######## key_debounce ########
File: src/rtl/key_debounce_pkg.sv
// Shared types and helpers for the push-button conditioning block.
// The FSM encoding is fixed so that 2'd3 is the only illegal code.
package key_debounce_pkg;

  typedef enum logic [1:0] {
    IDLE    = 2'd0,
    PRESSED = 2'd1,
    REPEAT  = 2'd2
  } state_t;

  // Counter width for values 0..value-1, never narrower than one bit.
  function automatic int clog2_w(input int value);
    return (value <= 2) ? 1 : $clog2(value);
  endfunction

  function automatic int max_i(input int a, input int b);
    return (a > b) ? a : b;
  endfunction

endpackage

File: src/rtl/sync_2ff.sv
// Two-flop synchroniser for asynchronous pins; width and reset value
// are parameters so the same block serves buttons and switches.
module sync_2ff #(
  parameter int               WIDTH   = 1,
  parameter logic [WIDTH-1:0] RST_VAL = '0
) (
  input  logic             clk,
  input  logic             rst,
  input  logic [WIDTH-1:0] i_d,
  output logic [WIDTH-1:0] o_q
);

  logic [WIDTH-1:0] r_meta;
  logic [WIDTH-1:0] r_sync;

  always_ff @(posedge clk or posedge rst) begin
    if (rst) begin
      r_meta <= RST_VAL;
      r_sync <= RST_VAL;
    end else begin
      r_meta <= i_d;
      r_sync <= r_meta;
    end
  end

  assign o_q = r_sync;

endmodule

File: src/rtl/key_debounce.sv
// Push-button conditioner: synchronise, debounce, then derive registered
// press / release / long-press auto-repeat pulses for the timer stage.
module key_debounce
  import key_debounce_pkg::*;
#(
  parameter int STABLE_CYCLES = 1_000_000,
  parameter int LONG_CYCLES   = 50_000_000,
  parameter int REPEAT_CYCLES = 10_000_000,
  parameter int ACTIVE_HIGH   = 1
) (
  input  logic clk,
  input  logic rst,
  input  logic key_in,
  output logic key_level,
  output logic key_press,
  output logic key_release,
  output logic key_hold
);

  localparam int DW = clog2_w(STABLE_CYCLES + 1);
  localparam int HW = clog2_w(max_i(LONG_CYCLES, REPEAT_CYCLES) + 1);

  localparam logic [DW-1:0] DEB_TERM  = DW'(STABLE_CYCLES - 1);
  localparam logic [HW-1:0] LONG_TERM = HW'(LONG_CYCLES - 1);
  localparam logic [HW-1:0] REP_TERM  = HW'(REPEAT_CYCLES - 1);
  localparam logic [HW-1:0] HOLD_MAX  = '1;
  localparam logic          RAW_IDLE  = (ACTIVE_HIGH != 0) ? 1'b0 : 1'b1;

  logic          w_key_raw;
  logic          w_key_s;

  logic [DW-1:0] r_deb_cnt;
  logic          r_deb_level;
  logic          r_rise;
  logic          r_fall;

  state_t        r_state;
  state_t        w_state_next;
  logic [HW-1:0] r_hold_cnt;
  logic [HW-1:0] w_hold_cnt_next;
  logic [HW-1:0] w_hold_inc;

  logic          r_level;
  logic          r_press;
  logic          r_release;
  logic          r_hold;
  logic          w_press_next;
  logic          w_release_next;
  logic          w_hold_next;

  // Synchroniser resets to the raw "released" level for either polarity.
  sync_2ff #(
    .WIDTH  (1),
    .RST_VAL(RAW_IDLE)
  ) u_sync (
    .clk(clk),
    .rst(rst),
    .i_d(key_in),
    .o_q(w_key_raw)
  );

  assign w_key_s = (ACTIVE_HIGH != 0) ? w_key_raw : ~w_key_raw;

  // Any cycle where key_s matches the accepted level restarts the count.
  always_ff @(posedge clk or posedge rst) begin
    if (rst) begin
      r_deb_cnt   <= '0;
      r_deb_level <= 1'b0;
      r_rise      <= 1'b0;
      r_fall      <= 1'b0;
    end else begin
      r_rise <= 1'b0;
      r_fall <= 1'b0;
      if (w_key_s != r_deb_level) begin
        if (r_deb_cnt == DEB_TERM) begin
          r_deb_cnt   <= '0;
          r_deb_level <= w_key_s;
          r_rise      <= w_key_s;
          r_fall      <= ~w_key_s;
        end else begin
          r_deb_cnt <= r_deb_cnt + DW'(1);
        end
      end else begin
        r_deb_cnt <= '0;
      end
    end
  end

  assign w_hold_inc = (r_hold_cnt == HOLD_MAX) ? r_hold_cnt : r_hold_cnt + HW'(1);

  always_ff @(posedge clk or posedge rst) begin
    if (rst) begin
      r_state    <= IDLE;
      r_hold_cnt <= '0;
      r_level    <= 1'b0;
      r_press    <= 1'b0;
      r_release  <= 1'b0;
      r_hold     <= 1'b0;
    end else begin
      r_state    <= w_state_next;
      r_hold_cnt <= w_hold_cnt_next;
      r_level    <= (w_state_next != IDLE);
      r_press    <= w_press_next;
      r_release  <= w_release_next;
      r_hold     <= w_hold_next;
    end
  end

  // A debounced fall is checked first so release always beats a hold pulse.
  always_comb begin
    w_state_next    = r_state;
    w_hold_cnt_next = r_hold_cnt;
    w_press_next    = 1'b0;
    w_release_next  = 1'b0;
    w_hold_next     = 1'b0;
    case (r_state)
      IDLE: begin
        w_hold_cnt_next = '0;
        if (r_rise) begin
          w_state_next = PRESSED;
          w_press_next = 1'b1;
        end
      end
      PRESSED: begin
        if (r_fall) begin
          w_state_next    = IDLE;
          w_release_next  = 1'b1;
          w_hold_cnt_next = '0;
        end else if ((LONG_CYCLES != 0) && (r_hold_cnt == LONG_TERM)) begin
          w_state_next    = REPEAT;
          w_hold_next     = 1'b1;
          w_hold_cnt_next = '0;
        end else begin
          w_hold_cnt_next = w_hold_inc;
        end
      end
      REPEAT: begin
        if (r_fall) begin
          w_state_next    = IDLE;
          w_release_next  = 1'b1;
          w_hold_cnt_next = '0;
        end else if ((REPEAT_CYCLES != 0) && (r_hold_cnt == REP_TERM)) begin
          w_hold_next     = 1'b1;
          w_hold_cnt_next = '0;
        end else begin
          w_hold_cnt_next = w_hold_inc;
        end
      end
      default: begin
        w_state_next    = IDLE;
        w_hold_cnt_next = '0;
      end
    endcase
  end

  assign key_level   = r_level;
  assign key_press   = r_press;
  assign key_release = r_release;
  assign key_hold    = r_hold;

endmodule
File: config.mk
export PLATFORM = sky130hd
export DESIGN_NAME = key_debounce
export DESIGN_NICKNAME = d
export VERILOG_FILES = /design/src/rtl/key_debounce_pkg.sv /design/src/rtl/sync_2ff.sv /design/src/rtl/key_debounce.sv
export SDC_FILE = /design/constraint.sdc
export NUM_CORES = 1
export LEC_CHECK = 0
export CORE_MARGIN = 4
export CORE_UTILIZATION = 50
export CTS_BUF_LIST = sky130_fd_sc_hd__clkbuf_4 sky130_fd_sc_hd__clkbuf_8 sky130_fd_sc_hd__clkbuf_16
export CTS_CLUSTER_DIAMETER = 150
export DETAILED_ROUTE_END_ITERATION = 10
export PLACE_DENSITY = 0.64
export RECOVER_POWER = 100
export SLEW_MARGIN = 15
export SYNTH_ARGS = -nofsm -noshare
export SYNTH_HDL_FRONTEND = slang
export SYNTH_HIERARCHICAL = 1
export SYNTH_SLANG_ARGS = --single-unit
File: constraint.sdc
create_clock -name clk -period 3.31 [get_ports clk]
set_input_delay 0.331 -clock clk [delete_from_list [all_inputs] [get_ports clk]]
set_output_delay 0.331 -clock clk [all_outputs]
set_load 0.1 [all_outputs]
######## clint_flat ########
[config.mk]
export PLATFORM = sky130hd
export DESIGN_NAME = clint_flat
export DESIGN_NICKNAME = d
export VERILOG_FILES = /design/src/rtl/clint_pkg.sv /design/src/rtl/clint_if.sv /design/src/rtl/clint_tick_divider.sv /design/src/rtl/clint.sv /design/src/flat_wrapper.sv
export SDC_FILE = /design/constraint.sdc
export NUM_CORES = 1
export LEC_CHECK = 0
export CAP_MARGIN = 20
export CORE_ASPECT_RATIO = 1.25
export CORE_MARGIN = 5
export CORE_UTILIZATION = 55
export DETAILED_ROUTE_END_ITERATION = 6
export PLACE_DENSITY = 0.83
export REMOVE_ABC_BUFFERS = 1
export SLEW_MARGIN = 10
export SYNTH_ARGS = -nofsm -noshare
export SYNTH_HDL_FRONTEND = slang
export SYNTH_SLANG_ARGS = --single-unit
[constraint.sdc]
create_clock -name clk -period 3.81 [get_ports clk]
set_input_delay 0.762 -clock clk [delete_from_list [all_inputs] [get_ports clk]]
set_output_delay 0.762 -clock clk [all_outputs]
set_load 0.005 [all_outputs]
[src/rtl/clint_pkg.sv]
// Shared definitions for the core-local interruptor: register offsets,
// request encoding, FSM states and the masked-write helper.
package clint_pkg;

  localparam logic [15:0] MSIP_OFFSET        = 16'h0000;
  localparam logic [15:0] MTIMECMP_LO_OFFSET = 16'h4000;
  localparam logic [15:0] MTIMECMP_HI_OFFSET = 16'h4004;
  localparam logic [15:0] MTIME_LO_OFFSET    = 16'hBFF8;
  localparam logic [15:0] MTIME_HI_OFFSET    = 16'hBFFC;

  localparam logic MEMORY_COMMAND_READ  = 1'b0;
  localparam logic MEMORY_COMMAND_WRITE = 1'b1;

  typedef enum logic {
    IDLE    = 1'b0,
    RESPOND = 1'b1
  } clint_state_t;

  function automatic logic [31:0] apply_mask(input logic [31:0] old_value,
                                             input logic [31:0] data,
                                             input logic [31:0] mask);
    return (old_value & ~mask) | (data & mask);
  endfunction

endpackage

[src/rtl/clint_if.sv]
// Memory request/response bus between the core (master) and the CLINT (slave).
interface clint_if;

  logic        memory_enable;
  logic        memory_command;
  logic [31:0] read_memory_address;
  logic [31:0] write_memory_address;
  logic [31:0] write_memory_data;
  logic [31:0] write_memory_mask;
  logic        memory_ready;
  logic        memory_valid;
  logic [31:0] read_memory_data;

  modport master (
    output memory_enable, memory_command, read_memory_address,
           write_memory_address, write_memory_data, write_memory_mask,
    input  memory_ready, memory_valid, read_memory_data
  );

  modport slave (
    input  memory_enable, memory_command, read_memory_address,
           write_memory_address, write_memory_data, write_memory_mask,
    output memory_ready, memory_valid, read_memory_data
  );

endinterface

[src/rtl/clint_tick_divider.sv]
// Free-running prescaler: strobes tick once every PRESCALE clock cycles.
module tick_divider #(
  parameter int PRESCALE = 1
) (
  input  logic clk,
  input  logic reset,
  output logic tick
);

  localparam int CW = (PRESCALE > 1) ? $clog2(PRESCALE) : 1;
  localparam logic [CW-1:0] LAST = CW'(PRESCALE - 1);

  logic [CW-1:0] count_q;
  logic [CW-1:0] count_d;

  assign tick = (count_q == LAST);

  always_comb begin
    count_d = count_q;
    if (tick) begin
      count_d = {CW{1'b0}};
    end else begin
      count_d = count_q + CW'(1);
    end
  end

  always_ff @(posedge clk) begin
    if (reset) begin
      count_q <= {CW{1'b0}};
    end else begin
      count_q <= count_d;
    end
  end

endmodule

[src/rtl/clint.sv]
// Core-local interruptor: mtime/mtimecmp/msip registers behind a two-state
// request/respond slave, driving the timer and software interrupt levels.
module clint
  import clint_pkg::*;
#(
  parameter logic [31:0] BASE_ADDRESS = 32'h0200_0000,
  parameter int          PRESCALE     = 1
) (
  input  logic    clk,
  input  logic    reset,
  clint_if.slave  mem,
  output logic    timer_interrupt,
  output logic    software_interrupt
);

  clint_state_t state_q, state_d;
  logic [63:0]  mtime_q, mtime_d;
  logic [63:0]  mtimecmp_q, mtimecmp_d;
  logic         msip_q, msip_d;
  logic [31:0]  rdata_q, rdata_d;
  logic         timer_q, timer_d;
  logic         tick;
  logic         accept, is_read, is_write, rd_hit, wr_hit;
  logic [15:0]  rd_off, wr_off;
  logic [31:0]  read_value;
  logic         unused_addr_bits;

  tick_divider #(.PRESCALE(PRESCALE)) u_tick_divider (
    .clk   (clk),
    .reset (reset),
    .tick  (tick)
  );

  assign accept   = (state_q == IDLE) && mem.memory_enable;
  assign is_read  = accept && (mem.memory_command == MEMORY_COMMAND_READ);
  assign is_write = accept && (mem.memory_command == MEMORY_COMMAND_WRITE);
  assign rd_hit   = (mem.read_memory_address[31:16] == BASE_ADDRESS[31:16]);
  assign wr_hit   = (mem.write_memory_address[31:16] == BASE_ADDRESS[31:16]);
  assign rd_off   = {mem.read_memory_address[15:2], 2'b00};
  assign wr_off   = {mem.write_memory_address[15:2], 2'b00};
  assign unused_addr_bits = ^{mem.read_memory_address[1:0], mem.write_memory_address[1:0]};

  // Read mux samples the current registers, before any same-cycle update.
  always_comb begin
    read_value = 32'h0000_0000;
    if (rd_hit) begin
      case (rd_off)
        MSIP_OFFSET:        read_value = {31'b0, msip_q};
        MTIMECMP_LO_OFFSET: read_value = mtimecmp_q[31:0];
        MTIMECMP_HI_OFFSET: read_value = mtimecmp_q[63:32];
        MTIME_LO_OFFSET:    read_value = mtime_q[31:0];
        MTIME_HI_OFFSET:    read_value = mtime_q[63:32];
        default:            read_value = 32'h0000_0000;
      endcase
    end else begin
      read_value = 32'h0000_0000;
    end
  end

  // Register updates; a write to either mtime half suppresses that cycle's increment.
  always_comb begin
    mtimecmp_d = mtimecmp_q;
    msip_d     = msip_q;
    if (tick) begin
      mtime_d = mtime_q + 64'd1;
    end else begin
      mtime_d = mtime_q;
    end
    if (is_write && wr_hit) begin
      case (wr_off)
        MSIP_OFFSET: msip_d = (msip_q & ~mem.write_memory_mask[0]) |
                              (mem.write_memory_data[0] & mem.write_memory_mask[0]);
        MTIMECMP_LO_OFFSET: mtimecmp_d[31:0] = apply_mask(mtimecmp_q[31:0],
                              mem.write_memory_data, mem.write_memory_mask);
        MTIMECMP_HI_OFFSET: mtimecmp_d[63:32] = apply_mask(mtimecmp_q[63:32],
                              mem.write_memory_data, mem.write_memory_mask);
        MTIME_LO_OFFSET: mtime_d = {mtime_q[63:32], apply_mask(mtime_q[31:0],
                              mem.write_memory_data, mem.write_memory_mask)};
        MTIME_HI_OFFSET: mtime_d = {apply_mask(mtime_q[63:32],
                              mem.write_memory_data, mem.write_memory_mask), mtime_q[31:0]};
        default: msip_d = msip_q;
      endcase
    end else begin
      msip_d = msip_q;
    end
  end

  // Request FSM, read data capture and interrupt compare.
  always_comb begin
    state_d = state_q;
    case (state_q)
      IDLE: begin
        if (mem.memory_enable) begin
          state_d = RESPOND;
        end else begin
          state_d = IDLE;
        end
      end
      RESPOND: state_d = IDLE;
      default: state_d = IDLE;
    endcase
    if (is_read) begin
      rdata_d = read_value;
    end else begin
      rdata_d = 32'h0000_0000;
    end
    timer_d = (mtime_q >= mtimecmp_q);
  end

  // State registers with synchronous reset.
  always_ff @(posedge clk) begin
    if (reset) begin
      state_q    <= IDLE;
      mtime_q    <= 64'h0000_0000_0000_0000;
      mtimecmp_q <= 64'hFFFF_FFFF_FFFF_FFFF;
      msip_q     <= 1'b0;
      rdata_q    <= 32'h0000_0000;
      timer_q    <= 1'b0;
    end else begin
      state_q    <= state_d;
      mtime_q    <= mtime_d;
      mtimecmp_q <= mtimecmp_d;
      msip_q     <= msip_d;
      rdata_q    <= rdata_d;
      timer_q    <= timer_d;
    end
  end

  assign mem.memory_ready     = (state_q == IDLE);
  assign mem.memory_valid     = (state_q == RESPOND);
  assign mem.read_memory_data = rdata_q;
  assign timer_interrupt      = timer_q;
  assign software_interrupt   = msip_q;

endmodule
[src/flat_wrapper.sv]
// flat-port wrapper written by rule: the top's interface ports become plain ports
module clint_flat import clint_pkg::*;
#(
  parameter logic [31:0] BASE_ADDRESS = 32'h0200_0000,
  parameter int          PRESCALE     = 1
)
  (clk, reset, timer_interrupt, software_interrupt, mem_memory_enable, mem_memory_command, mem_read_memory_address, mem_write_memory_address, mem_write_memory_data, mem_write_memory_mask, mem_memory_ready, mem_memory_valid, mem_read_memory_data);
  clint_if mem_i ();
  input  logic clk;
  input  logic reset;
  output logic timer_interrupt;
  output logic software_interrupt;
  input wire logic [$bits(mem_i.memory_enable)-1:0] mem_memory_enable;
  input wire logic [$bits(mem_i.memory_command)-1:0] mem_memory_command;
  input wire logic [$bits(mem_i.read_memory_address)-1:0] mem_read_memory_address;
  input wire logic [$bits(mem_i.write_memory_address)-1:0] mem_write_memory_address;
  input wire logic [$bits(mem_i.write_memory_data)-1:0] mem_write_memory_data;
  input wire logic [$bits(mem_i.write_memory_mask)-1:0] mem_write_memory_mask;
  output wire logic [$bits(mem_i.memory_ready)-1:0] mem_memory_ready;
  output wire logic [$bits(mem_i.memory_valid)-1:0] mem_memory_valid;
  output wire logic [$bits(mem_i.read_memory_data)-1:0] mem_read_memory_data;
  assign mem_i.memory_enable = mem_memory_enable;
  assign mem_i.memory_command = mem_memory_command;
  assign mem_i.read_memory_address = mem_read_memory_address;
  assign mem_i.write_memory_address = mem_write_memory_address;
  assign mem_i.write_memory_data = mem_write_memory_data;
  assign mem_i.write_memory_mask = mem_write_memory_mask;
  assign mem_memory_ready = mem_i.memory_ready;
  assign mem_memory_valid = mem_i.memory_valid;
  assign mem_read_memory_data = mem_i.read_memory_data;
  clint #(.BASE_ADDRESS(BASE_ADDRESS), .PRESCALE(PRESCALE)) u_core (.clk(clk), .reset(reset), .mem(mem_i), .timer_interrupt(timer_interrupt), .software_interrupt(software_interrupt));
endmodule
######## if_fetch_stage ########
## config.mk

```make
export PLATFORM = sky130hd
export DESIGN_NAME = if_fetch_stage
export DESIGN_NICKNAME = d
export VERILOG_FILES = /design/src/rtl/fetch_pkg.sv /design/src/rtl/if_fetch_stage.sv
export SDC_FILE = /design/constraint.sdc
export NUM_CORES = 1
export LEC_CHECK = 0
export ABC_AREA = 1
export CORE_ASPECT_RATIO = 0.5
export CORE_UTILIZATION = 28
export CTS_CLUSTER_SIZE = 25
export DETAILED_ROUTE_END_ITERATION = 7
export DONT_BUFFER_PORTS = 1
export GPL_ROUTABILITY_DRIVEN = 0
export MAX_ROUTING_LAYER = met4
export PLACE_DENSITY = 0.39
export REMOVE_ABC_BUFFERS = 1
export SYNTH_ARGS = -nofsm -noshare
export SYNTH_HDL_FRONTEND = slang
export SYNTH_SLANG_ARGS = --single-unit
export TNS_END_PERCENT = 1
```

## constraint.sdc

```tcl
create_clock -name clk -period 1.6 [get_ports clk]
set_input_delay 0.16 -clock clk [delete_from_list [all_inputs] [get_ports clk]]
set_output_delay 0.16 -clock clk [all_outputs]
set_load 0.01 [all_outputs]
```

## src/rtl/fetch_pkg.sv

```systemverilog
// rtl/fetch_pkg.sv - shared fetch FSM state type and fetch-stage constants
package fetch_pkg;

  typedef enum logic [1:0] {
    REQ  = 2'd0,
    WAIT = 2'd1,
    DROP = 2'd2
  } fetch_state_e;

  // Canonical addi x0,x0,0; the IF/ID flush path reuses it
  localparam logic [31:0] IF_NOP_INSTR = 32'h0000_0013;
  localparam logic [31:0] IF_RESET_PC  = 32'h0000_0000;

endpackage

```

## src/rtl/if_fetch_stage.sv

```systemverilog
// rtl/if_fetch_stage.sv - PC register, single-outstanding imem FSM and IF/ID-facing output register
// Define IF_MISALIGN_CHECK_EN to trap misaligned redirect targets instead of clearing their low bits.
module if_fetch_stage
  import fetch_pkg::*;
#(
  parameter logic [31:0] RESET_PC  = IF_RESET_PC,
  parameter logic [31:0] NOP_INSTR = IF_NOP_INSTR
) (
  input  logic        clk,
  input  logic        rst_n,
  input  logic        stall,
  input  logic        redirect,
  input  logic [31:0] redirect_pc,
  output logic        imem_req,
  output logic [31:0] imem_addr,
  input  logic        imem_gnt,
  input  logic        imem_rvalid,
  input  logic [31:0] imem_rdata,
  output logic [31:0] pc_if,
  output logic [31:0] pc_plus_4_if,
  output logic [31:0] instr_if,
  output logic        fetch_valid,
  output logic        fetch_busy
`ifdef IF_MISALIGN_CHECK_EN
  ,
  output logic        fetch_misaligned
`endif
);

  fetch_state_e state_q, state_d;
  logic [31:0]  pc_q, pc_d;
  logic [31:0]  out_pc_q, out_pc_d;
  logic [31:0]  out_pc4_q, out_pc4_d;
  logic [31:0]  out_instr_q, out_instr_d;
  logic         valid_q, valid_d;
  logic [31:0]  pc_plus_4;
  logic [31:0]  redirect_target;
  logic         req_blocked;
  logic         consume;

`ifdef IF_MISALIGN_CHECK_EN
  logic misaligned_q, misaligned_d;

  // Sticky until a redirect lands on an aligned target
  always_comb begin
    misaligned_d = misaligned_q;
    if (redirect) begin
      misaligned_d = (redirect_pc[1:0] != 2'b00);
    end
  end

  always_ff @(posedge clk or negedge rst_n) begin
    if (!rst_n) begin
      misaligned_q <= 1'b0;
    end else begin
      misaligned_q <= misaligned_d;
    end
  end

  assign req_blocked      = misaligned_q;
  assign redirect_target  = redirect_pc;
  assign fetch_misaligned = misaligned_q;
`else
  assign req_blocked      = 1'b0;
  assign redirect_target  = redirect_pc & 32'hFFFF_FFFC;
`endif

  assign pc_plus_4 = pc_q + 32'd4;
  assign consume   = valid_q && !stall;

  always_comb begin
    state_d     = state_q;
    pc_d        = pc_q;
    out_pc_d    = out_pc_q;
    out_pc4_d   = out_pc4_q;
    out_instr_d = out_instr_q;
    valid_d     = valid_q;
    imem_req    = 1'b0;

    if (consume) begin
      out_pc_d    = 32'd0;
      out_pc4_d   = 32'd0;
      out_instr_d = NOP_INSTR;
      valid_d     = 1'b0;
    end

    case (state_q)
      REQ: begin
        // Only request when the output register has room by the time data returns
        imem_req = (!valid_q || !stall) && !req_blocked;
        if (imem_req && imem_gnt) begin
          state_d = WAIT;
        end
      end
      WAIT: begin
        if (imem_rvalid) begin
          out_pc_d    = pc_q;
          out_pc4_d   = pc_plus_4;
          out_instr_d = imem_rdata;
          valid_d     = 1'b1;
          pc_d        = pc_plus_4;
          state_d     = REQ;
        end
      end
      DROP: begin
        if (imem_rvalid) begin
          state_d = REQ;
        end
      end
      default: state_d = REQ;
    endcase

    // Redirect overrides everything above; any in-flight response becomes stale
    if (redirect) begin
      pc_d        = redirect_target;
      out_pc_d    = 32'd0;
      out_pc4_d   = 32'd0;
      out_instr_d = NOP_INSTR;
      valid_d     = 1'b0;
      case (state_q)
        REQ:       state_d = (imem_req && imem_gnt) ? DROP : REQ;
        WAIT, DROP: state_d = imem_rvalid ? REQ : DROP;
        default:   state_d = REQ;
      endcase
    end
  end

  always_ff @(posedge clk or negedge rst_n) begin
    if (!rst_n) begin
      state_q     <= REQ;
      pc_q        <= RESET_PC;
      out_pc_q    <= 32'd0;
      out_pc4_q   <= 32'd0;
      out_instr_q <= NOP_INSTR;
      valid_q     <= 1'b0;
    end else begin
      state_q     <= state_d;
      pc_q        <= pc_d;
      out_pc_q    <= out_pc_d;
      out_pc4_q   <= out_pc4_d;
      out_instr_q <= out_instr_d;
      valid_q     <= valid_d;
    end
  end

  assign imem_addr    = pc_q;
  assign pc_if        = out_pc_q;
  assign pc_plus_4_if = out_pc4_q;
  assign instr_if     = out_instr_q;
  assign fetch_valid  = valid_q;
  assign fetch_busy   = !valid_q;

endmodule

```

######## rv32i_issue_ctrl ########
## src/rtl/rv32i_issue_ctrl.sv

```systemverilog
// rv32i_issue_ctrl: scoreboarded decode->execute issue slot with flush.
// Define RV32I_ISSUE_BYPASS_EN to let a same-cycle writeback clear a RAW hazard.
module rv32i_issue_ctrl #(
  parameter int PAYLOAD_W    = 128,
  parameter int CNT_W        = 2,
  parameter int MAX_INFLIGHT = 4,
  parameter int INFL_W       = 3
) (
  input  logic                 clk,
  input  logic                 rst_n,
  input  logic                 dec_valid,
  output logic                 dec_ready,
  input  logic [4:0]           dec_rd,
  input  logic [4:0]           dec_rs1,
  input  logic [4:0]           dec_rs2,
  input  logic [PAYLOAD_W-1:0] dec_payload,
  output logic                 iss_valid,
  input  logic                 iss_ready,
  output logic [4:0]           iss_rd,
  output logic [PAYLOAD_W-1:0] iss_payload,
  input  logic                 wb_valid,
  input  logic [4:0]           wb_rd,
  input  logic                 flush,
  output logic                 stall_o,
  output logic [INFL_W-1:0]    inflight_o,
  output logic                 sb_err_o
);

  typedef enum logic {
    RUN   = 1'b0,
    FLUSH = 1'b1
  } state_e;

  localparam logic [CNT_W-1:0]  CNT_MAX  = {CNT_W{1'b1}};
  localparam logic [CNT_W-1:0]  CNT_ONE  = CNT_W'(1);
  localparam logic [INFL_W-1:0] INFL_MAX = INFL_W'(MAX_INFLIGHT);

  state_e                 state_q;
  logic [CNT_W-1:0]       cnt_q [32];
  logic [INFL_W-1:0]      inflight_q;
  logic [INFL_W-1:0]      inflight_d;
  logic                   iss_valid_q;
  logic [4:0]             iss_rd_q;
  logic [PAYLOAD_W-1:0]   iss_payload_q;
  logic                   sb_err_q;

  logic [CNT_W-1:0] c_rs1;
  logic [CNT_W-1:0] c_rs2;
  logic [CNT_W-1:0] c_rd;
  logic [CNT_W-1:0] c_wb;
  logic             byp1;
  logic             byp2;
  logic             haz_rs1;
  logic             haz_rs2;
  logic             haz_rd;
  logic             hazard;
  logic             slot_free;
  logic             dec_fire;
  logic             iss_fire;
  logic             wr_fire;
  logic             wb_hit;
  logic             wb_dec;
  logic             wb_err;

  assign c_rs1 = cnt_q[dec_rs1];
  assign c_rs2 = cnt_q[dec_rs2];
  assign c_rd  = cnt_q[dec_rd];
  assign c_wb  = cnt_q[wb_rd];

`ifdef RV32I_ISSUE_BYPASS_EN
  // last pending write retiring now: operand comes from the writeback
  assign byp1 = wb_valid & (wb_rd == dec_rs1) & (c_rs1 == CNT_ONE);
  assign byp2 = wb_valid & (wb_rd == dec_rs2) & (c_rs2 == CNT_ONE);
`else
  assign byp1 = 1'b0;
  assign byp2 = 1'b0;
`endif

  assign haz_rs1 = (dec_rs1 != 5'd0) & (c_rs1 != '0) & ~byp1;
  assign haz_rs2 = (dec_rs2 != 5'd0) & (c_rs2 != '0) & ~byp2;
  assign haz_rd  = (dec_rd != 5'd0) &
                   ((c_rd == CNT_MAX) | (inflight_q == INFL_MAX));
  assign hazard  = haz_rs1 | haz_rs2 | haz_rd;

  assign slot_free = ~iss_valid_q | iss_ready;
  assign dec_ready = (state_q == RUN) & ~flush & ~hazard & slot_free;
  assign dec_fire  = dec_valid & dec_ready;
  assign iss_fire  = iss_valid_q & iss_ready;
  assign wr_fire   = dec_fire & (dec_rd != 5'd0);

  assign wb_hit = wb_valid & (wb_rd != 5'd0);
  assign wb_dec = wb_hit & (c_wb != '0);
  assign wb_err = wb_hit & (c_wb == '0);

  always_comb begin
    inflight_d = inflight_q;
    if (flush) begin
      inflight_d = '0;
    end else begin
      inflight_d = inflight_q + INFL_W'(wr_fire) - INFL_W'(wb_dec);
    end
  end

  always_ff @(posedge clk or negedge rst_n) begin
    if (!rst_n) begin
      state_q <= RUN;
    end else begin
      unique case (state_q)
        RUN:     if (flush) state_q <= FLUSH;
        FLUSH:   if (!flush) state_q <= RUN;
        default: state_q <= RUN;
      endcase
    end
  end

  always_ff @(posedge clk or negedge rst_n) begin
    if (!rst_n) begin
      iss_valid_q   <= 1'b0;
      iss_rd_q      <= 5'd0;
      iss_payload_q <= '0;
    end else if (flush) begin
      iss_valid_q   <= 1'b0;
    end else if (dec_fire) begin
      iss_valid_q   <= 1'b1;
      iss_rd_q      <= dec_rd;
      iss_payload_q <= dec_payload;
    end else if (iss_fire) begin
      iss_valid_q   <= 1'b0;
    end
  end

  // a fire and a retire on the same register cancel out
  always_ff @(posedge clk or negedge rst_n) begin
    if (!rst_n) begin
      for (int i = 0; i < 32; i++) cnt_q[i] <= '0;
    end else if (flush) begin
      for (int i = 0; i < 32; i++) cnt_q[i] <= '0;
    end else begin
      for (int i = 1; i < 32; i++) begin
        if ((wr_fire && dec_rd == 5'(i)) &&
            !(wb_dec && wb_rd == 5'(i))) begin
          cnt_q[i] <= cnt_q[i] + CNT_ONE;
        end else if ((wb_dec && wb_rd == 5'(i)) &&
                     !(wr_fire && dec_rd == 5'(i))) begin
          cnt_q[i] <= cnt_q[i] - CNT_ONE;
        end
      end
    end
  end

  always_ff @(posedge clk or negedge rst_n) begin
    if (!rst_n) begin
      inflight_q <= '0;
      sb_err_q   <= 1'b0;
    end else begin
      inflight_q <= inflight_d;
      if (!flush && wb_err) sb_err_q <= 1'b1;
    end
  end

  assign iss_valid   = iss_valid_q;
  assign iss_rd      = iss_rd_q;
  assign iss_payload = iss_payload_q;
  assign stall_o     = dec_valid & ~dec_ready;
  assign inflight_o  = inflight_q;
  assign sb_err_o    = sb_err_q;

endmodule

```

## config.mk

```make
export PLATFORM = sky130hd
export DESIGN_NAME = rv32i_issue_ctrl
export DESIGN_NICKNAME = d
export VERILOG_FILES = /design/src/rtl/rv32i_issue_ctrl.sv
export SDC_FILE = /design/constraint.sdc
export NUM_CORES = 1
export LEC_CHECK = 0
export CAP_MARGIN = 5
export CORE_ASPECT_RATIO = 2
export CORE_MARGIN = 2
export CORE_UTILIZATION = 53
export DETAILED_ROUTE_END_ITERATION = 7
export GPL_TIMING_DRIVEN = 0
export MAX_ROUTING_LAYER = met4
export PLACE_DENSITY = 0.86
export SYNTH_ARGS = -nofsm -noshare
export SYNTH_HDL_FRONTEND = slang
export SYNTH_SLANG_ARGS = --single-unit
```

## constraint.sdc

```tcl
create_clock -name clk -period 7.8 [get_ports clk]
set_input_delay 1.56 -clock clk [delete_from_list [all_inputs] [get_ports clk]]
set_output_delay 1.56 -clock clk [all_outputs]
set_load 0.01 [all_outputs]
```

==> rv32i_issue_ctrl/met2.png <==
Drawn at 2 px/µm.
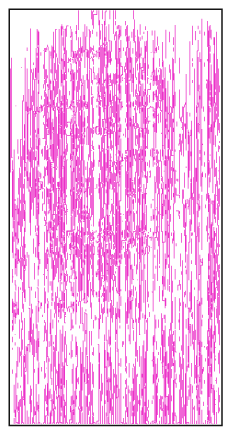
- main direction: vertical
- nets with wire on the layer: 1328
- wire length on this layer: 20.2 mm
- longest straight run: 81.8 µm
- share of all routed wire: 52%
Global Route met2 Usage: 63.6%
DRT Wirelength: 38900 µm

==> GITHUB_STEP_SUMMARY, rv32i_issue_ctrl <==
### Metrics collected by this job

| Metric | Value |
|---|---|
| Sequential cell area | `0.00503 mm²` |
| Dpl ws | `between 1 and 1.5 ns` |
| Cycle use final | `approximately 86%` |
| Vias post-DR | `9630` |
| Count leader, synth | `dfrtp_1` |
| Ys async rst share | `100%` |
| Clock latency on the worst-skew pair | `between 0.5 and 0.6 ns` |
| Core Rows | `74` |
| I/O pin count | `294` |
| Worst min path class | `reg2reg` |
| Area grow syn2layout | `35.8%` |
| P_seq | `0.00154 W` |
| Final Hold Viols | `0` |
| Synth warn | `0` |
| Logic share of the area | `36.4%` |
| Placed cells | `about 1.5k` |
| Max Cap Viol | `0` |
| NetSw | `0.00119 W` |
| Internal power | `0.00287 W` |
| Status | `complete, no violations` |
| FMAX | `149 MHz` |
| Non-clk invs | `25` |
| Largest fanout on the critical path | `10` |
| # hold bufs at CTS | `0` |
| Main power group | `sequential cells` |
| Count of library flops with an enable pin | `0` |
-- rv32i_issue_ctrl: kinds of logic (layout without fill, tap and decap cells) --
group,count (synthesis),in the layout,share of synthesized area (%)
compound gates,103,103,7.34
simple gates,342,342,16.5
other cells,0,1,0
fa+ha+maj,3,3,0.411
mux,190,190,22.3
flops,201,201,45.9
buf+inv,88,410,4.65
xor+xnor,36,36,2.88
-- rv32i_issue_ctrl: path summary, 6_finish.rpt --
path                            from               end  cells after the start
max                        dec_rd[3]           stall_o                     10
min                         sb_err_o          sb_err_o                      2
max reg2reg                cnt_q[42]     inflight_o[2]                     19
min reg2reg                 sb_err_o          sb_err_o                      2
max in group asynchronous      rst_n   iss_payload[13]                      2
min in group asynchronous      rst_n  iss_payload[104]                      1
-- rv32i_issue_ctrl: worst max-delay path, delay by kind of cell --
family | cells | cell delay [ns]
buffers and inverters | 4 | 1.84
and+or+nand+nor | 5 | 1.54
AOI/OAI and AO/OA | 1 | 0.20
-- rv32i_issue_ctrl: routing by layer --
| layer | global-route usage, % | share of wire [%] |
|---|---|---|
| met1 | 34.2 | 31 |
| met2 | 63.6 | 52 |
| met3 | 6.28 | 7.2 |
| met4 | 26.6 | 9.7 |
| met5 | - | 0 |
==> if_fetch_stage/pdn.png <==
Drawn at 2 px/µm. Pins as bars on the die edge. Tap cells in gray.
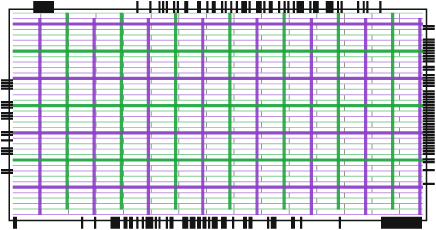
- purple: VSS
- green: VDD
- rows: 37
- signal pins: 201

==> if_fetch_stage/final_clocks.png <==
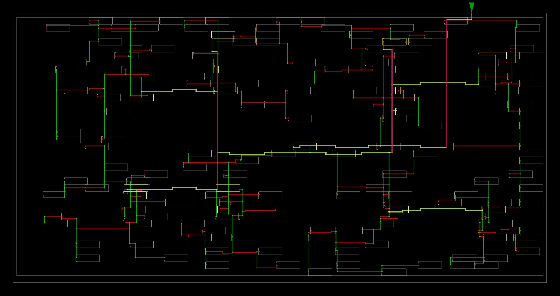
Flops: 129
clock latency on the worst-skew pair: 0.42 ns
Worst Skew: 0.00699 ns

==> GITHUB_STEP_SUMMARY, if_fetch_stage <==
### Metrics collected by this job

| Metric | Value |
|---|---|
| Status | `finished, violations left` |
| Failing checks | `hold timing, setup timing` |
| Yosys cell count | `662` |
| R2R Setup Slk | `-0.005 ns` |
| Core Rows | `37` |
| CLK BUF | `22` |
| Largest fanout on the critical path | `5` |
| Hold slack final | `-0.564 ns` |
| Fraction of area in clock buffers and inverters | `7.37%` |
| Commonest flop | `dfrtp_1` |
| Final setup viols | `1` |
| Die Span Y | `105 µm` |
| Final Hold Viols | `129` |
| Setup Fix Bufs, Post-CTS | `0` |
| Logic area | `0.00246 mm²` |
| Unrepaired setup endpoints after global routing | `true` |
| Chip width | `208 µm` |
| Finished Layout Cells | `1084` |
| Dpl hpwl | `14400 µm` |
| Reg-to-reg endpoint | `imem_addr[14]` |
| Setup slack after layout | `-0.00451 ns` |
| Critical path startpoint | `imem_addr[3]` |
| Setup Total Neg Slack | `-0.00451 ns` |
| And-or/or-and share of the synthesized area | `15.2%` |
| PwrDens | `1220 mW/mm²` |
| Setup crit end | `imem_addr[14]` |
| DIE AREA | `0.0218 mm²` |
| Placed cells | `approximately 1000` |
| Dominant kind of cell by area | `sequential cells` |
| CTS H-tree lvls | `4` |
| Avg Cell Area, Syn | `8.96 µm²` |
| Synth warn | `0` |
| Cycle use final | `100%` |
| Post-Syn Area | `0.00593 mm²` |
| CTS resizes | `6` |
| Critical Path Start Type | `flip-flop` |
| 1st-iter DRT viols | `330` |
| Crit Path Class | `reg2reg` |
| Sequential cell area | `approximately 0.0032 mm²` |
| Vias post-DR | `5265` |
[if_fetch_stage: power by group]
| part | leakage, nW | internal [W] | switching (W) |
|---|---|---|---|
| Clock | 0.292 | 0.00256 | 0.00148 |
| Sequential | 1.72 | 0.00363 | 0.000420 |
| Combinational | 1.81 | 0.000871 | 0.00113 |
[if_fetch_stage: routing by layer]
layer  GRT usage (%)  part of all wire (%)
met1            27.7                    49
met2            29.8                    45
met3            5.80                   5.6
met4            5.45                  0.89
met5               -                     0
[if_fetch_stage: per-stage QoR]
stage | power, W | utilization [%]
6_report | 0.0101 | 39.9
4_1_cts | 0.0101 | 39.3
3_5_place_dp | 0.00584 | 33.0
3_3_place_gp | 0.00584 | 33.0
5_1_grt | 0.0106 | 39.9
2_1_floorplan | 0.00496 | -
[if_fetch_stage: registers in the layout, summed over array words and instances (netlist names)]
signal        flops
pc_plus_4_if     32
fetch_valid       1
instr_if         32
pc_if            32
imem_addr        30
state_q           2
[if_fetch_stage: critical path: cells and delay by family, from the launching register on]
kind,cells,cell delay (ns)
fa+ha+maj,1,0.22
simple gates,5,0.47
flops,1,0.38
buf+inv,1,0.15
xor+xnor,1,0.14
compound gates,1,0.14
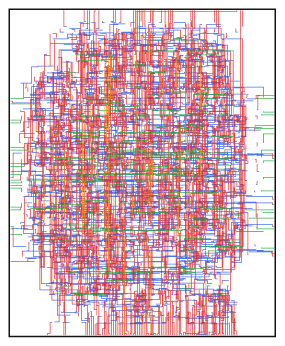
(clint_flat/metal_stack.png)
Drawn at 2 px/µm.
- blue: met1 (wire length 12700 µm)
- red: met2 (wire length 16700 µm)
- orange: met4 (wire length 1850 µm)
- green: met3 (wire length 2460 µm)

==> clint_flat/met3.png <==
Drawn at 1.5 px/µm.
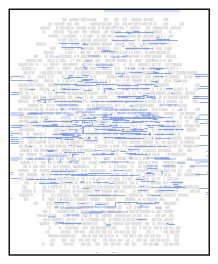
- wire length on this layer: 2460 µm
- main direction: horizontal
- longest straight run: 54.3 µm
- nets with wire on the layer: 209

==> GITHUB_STEP_SUMMARY, clint_flat <==
### Metrics collected by this job

| Metric | Value |
|---|---|
| Yosys Chip Area | `0.0103 mm²` |
| Die Span Y | `163 µm` |
| CTS H-tree lvls | `4` |
| Unrepaired setup endpoints after global routing | `false` |
| Leakage | `around 5.2 nW` |
| Worst Skew | `0.00724 ns` |
| Status | `finished, violations left` |
| Vias post-DR | `10.8k` |
| Post-Synthesis Cells | `1234` |
| Failing checks | `DRC` |
| Vias in the first global route | `10.6k` |
| Critical Path Start Type | `primary input` |
| DRC viols | `1` |
| Largest fanout on the critical path | `19` |
| Worst min path class | `reg2reg` |
| Largest net degree at the start of global routing | `77` |
| Post-Syn Area | `0.0103 mm²` |
clint_flat: where the power goes:
part	internal (W)	switching [W]	leakage [nW]
combinational	0.000155	0.000143	3.61
clock	0.00110	0.000719	0.299
sequential	0.00172	0.00000550	1.32
clint_flat: logic make-up after synthesis:
family / synth area share, %
compound gates: 25.2
fa+ha+maj: 7.91
buf+inv: 7.71
flops: 31.9
mux: 6.34
other cells: 0.0365
simple gates: 20.8
clint_flat: layout make-up:
cell class | count | area [µm²] | area share (%)
Multi-Input combinational cell | 891 | 6220 | 48.8
Sequential cell | 164 | 3280 | 25.8
Timing Repair Buffer | 198 | 2000 | 15.7
Clock buffer | 23 | 488 | 3.83
Inverter | 90 | 338 | 2.65
Tap cell | 232 | 290 | 2.28
Clock inverter | 9 | 125 | 0.981
Antenna cell | 1 | 2.50 | 0.0196
clint_flat: through the flow:
stage | hold WS (ns) | util, %
floorplan | 0.459 | -
global placement | 0.465 | 65.3
detailed placement | 0.486 | 65.3
CTS | 0.493 | 68.6
global route | 0.545 | 68.7
finish | 0.497 | 68.7
clint_flat: per-layer routing:
metal,vias to the layer above,GRT usage [%]
met1,5062,35.7
met3,145,5.66
met2,597,53.2
met5,-,0
li1,4955,-
met4,0,17.1
==> key_debounce/met3.png <==
Drawn at 3 px/µm.
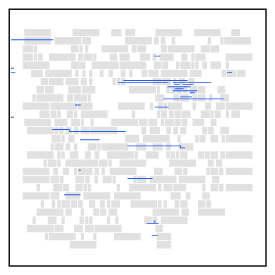
- nets with wire on the layer: 17
- main direction: horizontal
- wire length on this layer: 193 µm
- longest straight run: 21.2 µm

==> GITHUB_STEP_SUMMARY, key_debounce <==
### Metrics collected by this job

| Metric | Value |
|---|---|
| Worst min path class | `in2async` |
| Count of library flops with an enable pin | `0` |
| CTS resizes | `0` |
| R2R Path Start | `r_hold_cnt[0]` |
| Final Hold Viols | `0` |
| Status | `complete, no violations` |
| Power Combinational | `0.0000239 W` |
| Dpl ws | `roughly 0.85 ns` |
| Unrepaired setup endpoints after global routing | `false` |
| Fa+ha+maj area frac | `2.53%` |
| 1st-iter DRT viols | `138` |
| Post-Synthesis Cells | `308` |
| Clock slew at reported path FFs | `about 0.070 ns` |
| Basic Gates by Area | `~27%` |
| Slew Limit Fails | `0` |
| Commonest flop | `dfrtp_1` |
| PortBufs | `6` |
| Min Tclk post-route | `2.69 ns` |
| Global-route usage over all layers | `between 10% and 20%` |
| Largest cells by area | `dfrtp_1, nor2_1, xnor2_1` |
| Mux area share | `1.39%` |
| Count leader, synth | `dfrtp_1` |
| R2R depth | `7` |
| Initial antenna violation count | `0` |
| Avg Cell Area, Syn | `slightly below 10 µm²` |
key_debounce: state kept, by name, indices dropped and copies added (netlist names):
signal and flops:
r_hold_cnt 26, r_deb_cnt 20, r_state 2, key_hold 1, key_level 1, key_press 1
key_release 1, r_deb_level 1, r_fall 1, r_rise 1, u_sync/o_q 1, u_sync/r_meta 1
key_debounce: cells in the final DEF (no fill, tap or decap), types with 2 or more instances in the layout:
cell type and n:
a211oi_1 3, a21oi_1 13, and2_0 2, and2_1 3, and3_1 8, and4_1 3, clkbuf_2 2, clkbuf_8 11
clkinv_2 2, dfrtp_1 57, dlygate4sd3_1 6, ha_1 6, inv_1 8, mux2i_1 3, nand2_1 29, nand3_1 13
nand3b_1 2, nand4_1 10, nor2_1 47, nor3_1 6, nor3b_1 2, nor4_1 7, nor4b_1 4, nor4bb_1 2
o21ai_0 4, o31ai_1 7, o41ai_1 2, or3_1 2, or4_1 5, xnor2_1 20, xor2_1 11
key_debounce: final cells by class:
type,instances,area [µm²],share of cell area (%)
Multi-Input combinational cell,233,1460,44.4
Inverter,9,33.8,1.03
Tap cell,72,90.1,2.75
Clock inverter,3,40.0,1.22
Sequential cell,57,1430,43.6
Timing Repair Buffer,8,70.1,2.14
Clock buffer,12,159,4.85


==> notes/layouts.md <==
Pictures saved along the way, in no particular order.

Met2 routing.
image #1
Drawn at 2 px/µm.
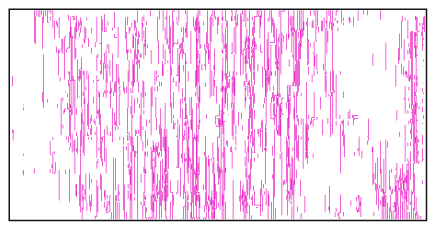
image #2
Drawn at 3 px/µm.
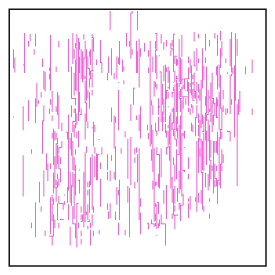
image #3
Drawn at 1.5 px/µm.
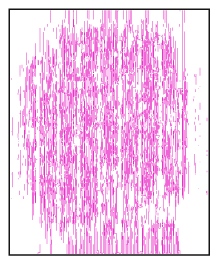
key_debounce is image #2.
clint_flat is image #3.
if_fetch_stage is image #1.
Of these, smallest die: image #2

Key to image #1:
- longest straight run: 61.7 µm
- nets with wire on the layer: 701
- main direction: vertical


## Gallery

Wiring by layer.
picture 1
Drawn at 4 px/µm.
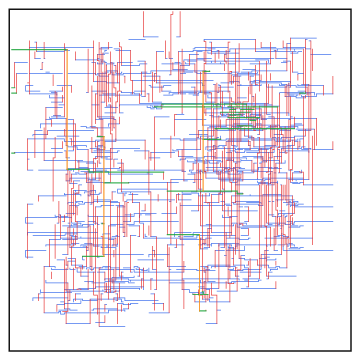
picture 2
Drawn at 2 px/µm.
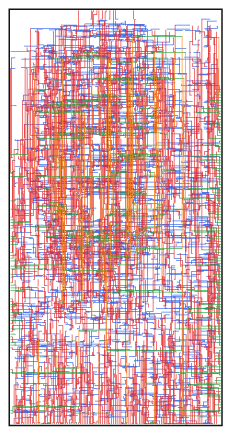
picture 3
Drawn at 2 px/µm.
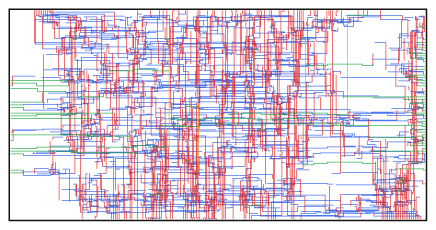
- rv32i_issue_ctrl = picture 2
- key_debounce = picture 1
- if_fetch_stage = picture 3
The one with the least wire is picture 1.
The one with the most wire is picture 2.

Power figures rest on the tool's default switching activity, not on a simulated workload.
